# design 1

Design 1, register map, names as in the netlist:
Scale bar: 50 µm. Other sequential cells in the stronger gray, the rest of the logic in the fainter gray.
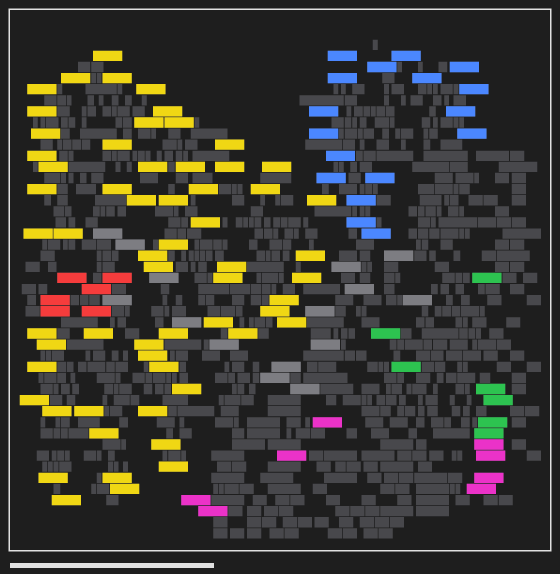
Design 1, clock network drawn from the DEF:
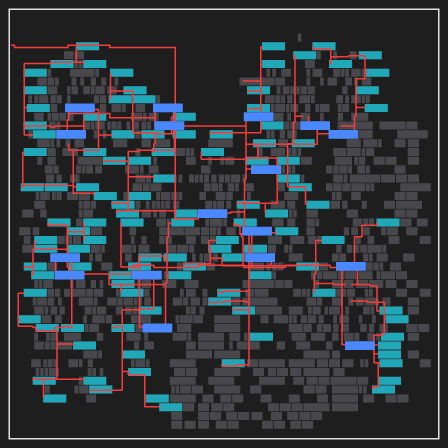
[src/rtl/calc_scrolling_display.sv]
// N-digit common-anode seven-segment driver with a scrollable answer window,
// debounced scroll buttons and an LED slice of the answer at the same window.

module calc_scrolling_display_debounce #(
    parameter int CYCLES = 1000000
) (
    input  logic clk,
    input  logic reset_n,
    input  logic raw,
    output logic press
);
    localparam int CNT_W = (CYCLES > 1) ? $clog2(CYCLES) : 1;

    logic [1:0]       sync;
    logic             level;
    logic [CNT_W-1:0] cnt;

    // cnt counts consecutive synchronised samples that disagree with level
    always_ff @(posedge clk) begin
        if (!reset_n) begin
            sync  <= '0;
            level <= 1'b0;
            cnt   <= '0;
            press <= 1'b0;
        end else begin
            sync  <= {sync[0], raw};
            press <= 1'b0;
            if (sync[1] == level) begin
                cnt <= '0;
            end else if (cnt == CNT_W'(CYCLES - 1)) begin
                level <= sync[1];
                cnt   <= '0;
                press <= sync[1];
            end else begin
                cnt <= cnt + 1'b1;
            end
        end
    end
endmodule

module calc_scrolling_display #(
    parameter int ANSWER_WIDTH    = 32,
    parameter int NUM_DIGITS      = 4,
    parameter int REFRESH_DIV     = 100000,
    parameter int DEBOUNCE_CYCLES = 1000000,
    parameter int LED_WIDTH       = 8
) (
    input  logic                    IN_clk,
    input  logic                    IN_reset_n,
    input  logic [15:0]             IN_switches,
    input  logic [2:0]              IN_operation_code,
    input  logic [ANSWER_WIDTH-1:0] IN_answer,
    input  logic                    IN_show_16bit_input,
    input  logic                    IN_show_operation,
    input  logic                    IN_show_answer,
    input  logic                    IN_up_button,
    input  logic                    IN_down_button,
    input  logic                    IN_center_button,
    output logic [LED_WIDTH-1:0]    OUT_Led_Visualizer_answer,
    output logic [6:0]              OUT_cathode,
    output logic [NUM_DIGITS-1:0]   OUT_anode
);
    localparam int MAX_OFF = ANSWER_WIDTH / 4 - NUM_DIGITS;
    localparam int OFF_W   = (MAX_OFF > 0) ? $clog2(MAX_OFF + 1) : 1;
    localparam int IDX_W   = $clog2(NUM_DIGITS);
    localparam int CNT_W   = (REFRESH_DIV > 1) ? $clog2(REFRESH_DIV) : 1;
    localparam int AW_W    = $clog2(ANSWER_WIDTH);
    localparam int UP = 0, DN = 1, CTR = 2;

    logic [2:0]           raw_btn;
    logic [2:0]           press;
    logic [OFF_W-1:0]     off;
    logic [IDX_W-1:0]     idx;
    logic [CNT_W-1:0]     cnt;
    logic [AW_W-1:0]      dig_base;
    logic [AW_W-1:0]      led_base;
    logic [3:0]           sw_base;
    logic [3:0]           ans_nib;
    logic [3:0]           sw_nib;
    logic [6:0]           seg;
    logic [LED_WIDTH-1:0] led_next;

    function automatic logic [6:0] hex7(input logic [3:0] v);
        case (v)
            4'h0: hex7 = 7'h40;
            4'h1: hex7 = 7'h79;
            4'h2: hex7 = 7'h24;
            4'h3: hex7 = 7'h30;
            4'h4: hex7 = 7'h19;
            4'h5: hex7 = 7'h12;
            4'h6: hex7 = 7'h02;
            4'h7: hex7 = 7'h78;
            4'h8: hex7 = 7'h00;
            4'h9: hex7 = 7'h10;
            4'hA: hex7 = 7'h08;
            4'hB: hex7 = 7'h03;
            4'hC: hex7 = 7'h46;
            4'hD: hex7 = 7'h21;
            4'hE: hex7 = 7'h06;
            default: hex7 = 7'h0E;
        endcase
    endfunction

    assign raw_btn = {IN_center_button, IN_down_button, IN_up_button};

    for (genvar b = 0; b < 3; b++) begin : g_btn
        calc_scrolling_display_debounce #(.CYCLES(DEBOUNCE_CYCLES)) u_db (
            .clk    (IN_clk),
            .reset_n(IN_reset_n),
            .raw    (raw_btn[b]),
            .press  (press[b])
        );
    end

    // Leaving answer mode parks the window at the LSBs
    always_ff @(posedge IN_clk) begin
        if (!IN_reset_n || !IN_show_answer || press[CTR]) begin
            off <= '0;
        end else if (press[UP] && !press[DN]) begin
            if (off != OFF_W'(MAX_OFF)) off <= off + 1'b1;
        end else if (press[DN] && !press[UP]) begin
            if (off != '0) off <= off - 1'b1;
        end
    end

    always_comb begin
        dig_base = AW_W'(4 * (int'(off) + int'(idx)));
        led_base = AW_W'(4 * int'(off));
        sw_base  = 4'(4 * int'(idx));
        for (int j = 0; j < 4; j++) begin
            ans_nib[j] = IN_answer[dig_base + AW_W'(j)];
            sw_nib[j]  = IN_switches[sw_base + 4'(j)];
        end
        for (int b = 0; b < LED_WIDTH; b++) begin
            led_next[b] = IN_answer[led_base + AW_W'(b)];
        end
        seg = 7'h7F;
        if (IN_show_answer) begin
            seg = hex7(ans_nib);
        end else if (IN_show_operation) begin
            if (idx == '0)             seg = hex7({1'b0, IN_operation_code});
            else if (idx == IDX_W'(1)) seg = 7'h3F;
        end else if (IN_show_16bit_input) begin
            if (int'(idx) < 4) seg = hex7(sw_nib);
        end
    end

    // Anode and cathode load together once per digit slot, on the first cycle
    // of the slot, so the segment pattern never straddles two digits.
    always_ff @(posedge IN_clk) begin
        if (!IN_reset_n) begin
            cnt                       <= '0;
            idx                       <= '0;
            OUT_anode                 <= '1;
            OUT_cathode               <= 7'h7F;
            OUT_Led_Visualizer_answer <= '0;
        end else begin
            if (cnt == CNT_W'(REFRESH_DIV - 1)) begin
                cnt <= '0;
                idx <= (idx == IDX_W'(NUM_DIGITS - 1)) ? '0 : idx + 1'b1;
            end else begin
                cnt <= cnt + 1'b1;
            end
            if (cnt == '0) begin
                OUT_anode   <= ~(NUM_DIGITS'(1) << idx);
                OUT_cathode <= seg;
            end
            OUT_Led_Visualizer_answer <= IN_show_answer ? led_next : '0;
        end
    end
endmodule
[config.mk]
export PLATFORM = sky130hd
export DESIGN_NAME = calc_scrolling_display
export DESIGN_NICKNAME = d
export VERILOG_FILES = /design/src/rtl/calc_scrolling_display.sv
export SDC_FILE = /design/constraint.sdc
export NUM_CORES = 1
export LEC_CHECK = 0
export CAP_MARGIN = 20
export CORE_MARGIN = 2
export CORE_UTILIZATION = 40
export DETAILED_ROUTE_END_ITERATION = 16
export SYNTH_ARGS = -nofsm -noshare
export SYNTH_HDL_FRONTEND = slang
export SYNTH_HIERARCHICAL = 1
export SYNTH_SLANG_ARGS = --single-unit
[constraint.sdc]
create_clock -name IN_clk -period 3 [get_ports IN_clk]
set_input_delay 0.6 -clock IN_clk [delete_from_list [all_inputs] [get_ports IN_clk]]
set_output_delay 0.6 -clock IN_clk [all_outputs]
set_load 0.03 [all_outputs]
==> impl_metrics.env <==
# implementation run metrics
export IMPL_status="finished clean"
export IMPL_final_nets=873
export IMPL_cpPeakStageDelay_ns=0.61
export IMPL_multiInputGateArea_um2=4030
export IMPL_final_cells=1011
export IMPL_routabilityCongestion=0.840
export IMPL_pwr_share_clk_pct=51.2
export IMPL_p_comb_share_pct=10.0
export IMPL_fp_util_pct=41.1
export IMPL_powerSeq_mw=1.55
export IMPL_hold_depth=1
export IMPL_holdPathEnd="g_btn[1].u_db/sync[1]$_SDFF_PN0_"
export IMPL_overflow=0
export IMPL_power_clock_total_mw=2.05
export IMPL_clk_pin_slew_worst_paths_ns=0.05
export IMPL_clock_sinks=113
export IMPL_io_buffers=77
export IMPL_timing_rr_end="OUT_cathode[3]$_SDFFE_PN1N_"
export IMPL_syn_instance_count=696
export IMPL_dominant_cell_class="combinational gates"
Notes on 'register map, names as in the netlist' of design 1 above:
- magenta: `OUT_Led_Visualizer_answer` (flops 8)
- green: `OUT_cathode` (flops 7)
- red: `g_btn.u_db/sync` (flops 6; where middle left)
- blue: `cnt` (flops 17)
- yellow: `g_btn.u_db/cnt` (flops 60)
- not colored: 15

Notes on 'clock network drawn from the DEF' of design 1 above:
- blue: clock drivers (count 17)
- cyan: flip-flops (count 113)
- red: clock wires (length 1580 µm)
- routed clock nets: 18
- flops lie: all over the die

## cell families after synthesis
logic type      count (synthesis)
mux                            62
xor+xnor                       68
compound gates                 67
buf+inv                        63
fa+ha+maj                      32
flops                         113
simple gates                  291
## state kept, by name, summed over array words and instances (netlist names)
| name | cells |
|---|---|
| OUT_Led_Visualizer_answer | 8 |
| OUT_anode | 4 |
| OUT_cathode | 7 |
| cnt | 17 |
| g_btn.u_db/cnt | 60 |
| g_btn.u_db/level | 3 |
| g_btn.u_db/press | 3 |
| g_btn.u_db/sync | 6 |
| idx | 2 |
| off | 3 |

# design 2

### src/rtl/bus_initiator_pkg.sv
// Shared types for the single-outstanding bus initiator.
// These cover the FSM state encoding and the latched command that drives the bus.
package bus_initiator_pkg;

  typedef enum logic [1:0] {
    BI_IDLE,
    BI_REQ,
    BI_WAIT
  } bi_state_e;

  typedef struct packed {
    logic        we;
    logic [31:0] addr;
    logic [31:0] wdata;
    logic [3:0]  be;
  } bus_cmd_t;

endpackage

### src/rtl/bus_timeout_counter.sv
// Saturating wait-phase counter.
// expired_o flags the last cycle a gnt/rvalid wait may last before it becomes an error.
module bus_timeout_counter #(
  parameter int TIMEOUT_CYCLES = 16
) (
  input  logic clk,
  input  logic rst,
  input  logic clear_i,
  input  logic enable_i,
  output logic expired_o
);

  localparam int CW = $clog2(TIMEOUT_CYCLES);
  localparam logic [CW-1:0] LAST = CW'(TIMEOUT_CYCLES - 1);

  logic [CW-1:0] count_q, count_d;

  // Sticks at LAST so a long stall can never wrap back to a "fresh" count.
  always_comb begin
    count_d = count_q;
    if (clear_i) begin
      count_d = '0;
    end else if (enable_i && (count_q != LAST)) begin
      count_d = count_q + 1'b1;
    end
  end

  always_ff @(posedge clk or posedge rst) begin
    if (rst) begin
      count_q <= '0;
    end else begin
      count_q <= count_d;
    end
  end

  assign expired_o = (count_q == LAST);

endmodule

### src/rtl/bus_initiator.sv
// Turns one local read/write command into one req/gnt/rvalid bus transaction.
// A missing gnt or rvalid is converted into an error response by the timeout counter.
module bus_initiator
  import bus_initiator_pkg::*;
#(
  parameter int TIMEOUT_CYCLES = 16
) (
  input  logic        clk,
  input  logic        rst,
  input  logic        cmd_valid,
  output logic        cmd_ready,
  input  logic        cmd_we,
  input  logic [31:0] cmd_addr,
  input  logic [31:0] cmd_wdata,
  input  logic [3:0]  cmd_be,
  output logic        rsp_valid,
  output logic [31:0] rsp_rdata,
  output logic        rsp_err,
  output logic        req,
  output logic        we,
  output logic [3:0]  be,
  output logic [31:0] addr,
  output logic [31:0] wdata,
  input  logic        gnt,
  input  logic        rvalid,
  input  logic [31:0] rdata
);

  bi_state_e   state_q, state_d;
  bus_cmd_t    cmd_q, cmd_d;
  logic        req_q, req_d;
  logic        rsp_valid_q, rsp_valid_d;
  logic        rsp_err_q, rsp_err_d;
  logic [31:0] rsp_rdata_q, rsp_rdata_d;
  logic        cnt_clear, cnt_en, expired;

  bus_timeout_counter #(
    .TIMEOUT_CYCLES(TIMEOUT_CYCLES)
  ) u_timeout (
    .clk      (clk),
    .rst      (rst),
    .clear_i  (cnt_clear),
    .enable_i (cnt_en),
    .expired_o(expired)
  );

  always_ff @(posedge clk or posedge rst) begin
    if (rst) begin
      state_q     <= BI_IDLE;
      cmd_q       <= '0;
      req_q       <= 1'b0;
      rsp_valid_q <= 1'b0;
      rsp_err_q   <= 1'b0;
      rsp_rdata_q <= '0;
    end else begin
      state_q     <= state_d;
      cmd_q       <= cmd_d;
      req_q       <= req_d;
      rsp_valid_q <= rsp_valid_d;
      rsp_err_q   <= rsp_err_d;
      rsp_rdata_q <= rsp_rdata_d;
    end
  end

  // A handshake beats expiry in the same cycle, in both wait phases.
  always_comb begin
    state_d = state_q;
    unique case (state_q)
      BI_IDLE: if (cmd_valid) state_d = BI_REQ;
      BI_REQ: begin
        if (gnt) state_d = BI_WAIT;
        else if (expired) state_d = BI_IDLE;
      end
      BI_WAIT: if (rvalid || expired) state_d = BI_IDLE;
      default: state_d = BI_IDLE;
    endcase
  end

  always_comb begin
    cmd_d       = cmd_q;
    req_d       = 1'b0;
    rsp_valid_d = 1'b0;
    rsp_err_d   = 1'b0;
    rsp_rdata_d = '0;
    cnt_clear   = 1'b1;
    cnt_en      = 1'b0;
    unique case (state_q)
      BI_IDLE: begin
        if (cmd_valid) begin
          cmd_d = '{we: cmd_we, addr: cmd_addr, wdata: cmd_wdata, be: cmd_be};
          req_d = 1'b1;
        end
      end
      BI_REQ: begin
        if (!gnt) begin
          if (expired) begin
            rsp_valid_d = 1'b1;
            rsp_err_d   = 1'b1;
          end else begin
            req_d     = 1'b1;
            cnt_clear = 1'b0;
            cnt_en    = 1'b1;
          end
        end
      end
      BI_WAIT: begin
        if (rvalid) begin
          rsp_valid_d = 1'b1;
          rsp_rdata_d = cmd_q.we ? 32'h0 : rdata;
        end else if (expired) begin
          rsp_valid_d = 1'b1;
          rsp_err_d   = 1'b1;
        end else begin
          cnt_clear = 1'b0;
          cnt_en    = 1'b1;
        end
      end
      default: ;
    endcase
  end

  assign cmd_ready = (state_q == BI_IDLE);
  assign req       = req_q;
  assign we        = cmd_q.we;
  assign be        = cmd_q.be;
  assign addr      = cmd_q.addr;
  assign wdata     = cmd_q.wdata;
  assign rsp_valid = rsp_valid_q;
  assign rsp_err   = rsp_err_q;
  assign rsp_rdata = rsp_rdata_q;

endmodule

### config.mk
export PLATFORM = sky130hd
export DESIGN_NAME = bus_initiator
export DESIGN_NICKNAME = d
export VERILOG_FILES = /design/src/rtl/bus_initiator_pkg.sv /design/src/rtl/bus_timeout_counter.sv /design/src/rtl/bus_initiator.sv
export SDC_FILE = /design/constraint.sdc
export NUM_CORES = 1
export LEC_CHECK = 0
export CORE_ASPECT_RATIO = 0.6
export CORE_MARGIN = 2
export CORE_UTILIZATION = 40
export DETAILED_ROUTE_END_ITERATION = 8
export GPL_ROUTABILITY_DRIVEN = 0
export HOLD_SLACK_MARGIN = 0.03
export MAX_ROUTING_LAYER = met4
export PLACE_DENSITY = 0.9
export SETUP_SLACK_MARGIN = 0.1
export SLEW_MARGIN = 15
export SYNTH_ARGS = -nofsm -noshare
export SYNTH_HDL_FRONTEND = slang
export SYNTH_SLANG_ARGS = --single-unit
### constraint.sdc
create_clock -name clk -period 4.6 [get_ports clk]
set_clock_uncertainty 0.05 [all_clocks]
set_input_delay 0.69 -clock clk [delete_from_list [all_inputs] [get_ports clk]]
set_output_delay 0.69 -clock clk [all_outputs]
set_load 0.01 [all_outputs]
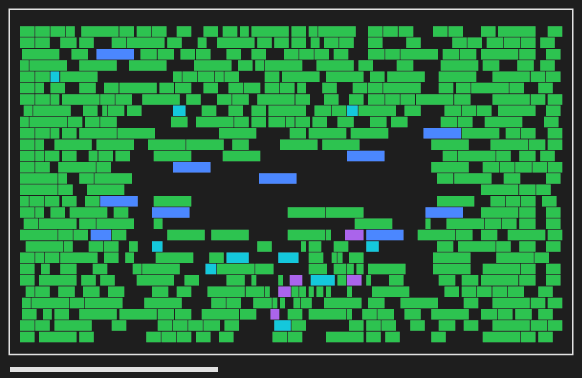
Design 2: sizing map
Scale bar: 50 µm.
- purple: _2 cells (cells 5)
- cyan: _3 and _4 cells (cells 10)
- blue: _6 and larger (cells 10)
- green: _0 and _1 cells (cells 455)

==> impl_metrics.env <==
# implementation run metrics
export IMPL_core_um2=9950
export IMPL_bufAreaShareNonClock_pct=31.9
export IMPL_syn_instance_count=263
export IMPL_die_w_um=135
export IMPL_top_logic_kind="multiplexers"
export IMPL_grt_pass1_vias=3014
export IMPL_dominant_cell_class="flip-flops and latches"
export IMPL_well_tap_count=135
export IMPL_final_area_um2=6600
export IMPL_path_class="reg2out"
export IMPL_hold_depth=1
export IMPL_rsz0062_at_grt="no"
export IMPL_grtUsageMet1_pct=21.0
export IMPL_dr_pass1_iters=4
export IMPL_fp_nets=374
export IMPL_dpl_hpwl_um=7420
export IMPL_ys_top_cells_by_area="dfrtp_1 67%, mux2_1 19%, and2_1 4.8%"
export IMPL_vdd_ir_drop_max_mv=0.302
export IMPL_power_top_group="registers"
export IMPL_status="finished clean"
export IMPL_yosys_area_share_simple_pct=7.18
export IMPL_ys_warn_count=0
export IMPL_mux_area_share_pct=19.9
export IMPL_reg2reg_depth=4
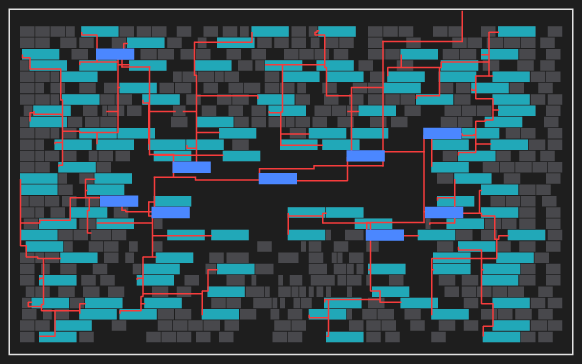
Design 2: clock network drawn from the DEF
- red: clock wires (length 1150 µm)
- blue: clock drivers (count 9)
- cyan: flip-flops (count 110)
- routed clock nets: 10
- flops lie: all over the die

worst paths after layout:
path                                         from  slack (ns)                       to
max                        state_q[0]$_DFFE_PP0P_        2.21                cmd_ready
min                         wdata[22]$_DFFE_PP0P_        0.44    wdata[22]$_DFFE_PP0P_
max reg2reg                state_q[0]$_DFFE_PP0P_        2.58    wdata[18]$_DFFE_PP0P_
min reg2reg                 wdata[22]$_DFFE_PP0P_        0.44    wdata[22]$_DFFE_PP0P_
max in group asynchronous                     rst        2.68    wdata[26]$_DFFE_PP0P_
min in group asynchronous                     rst        0.90  rsp_rdata[24]$_DFF_PP0_


==> layout pictures side by side <==
Cell placement.
panel A
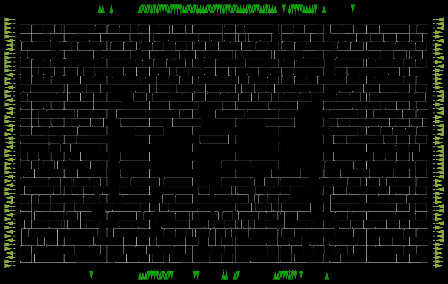
panel B
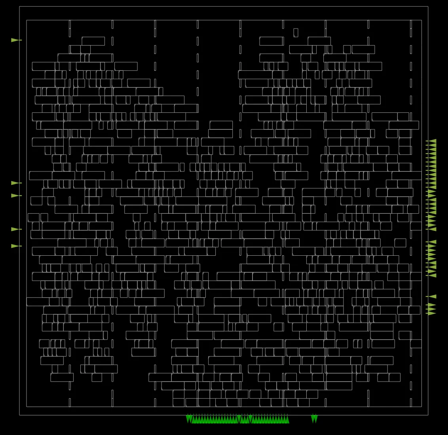
For design 2, see panel A.
For design 1, see panel B.

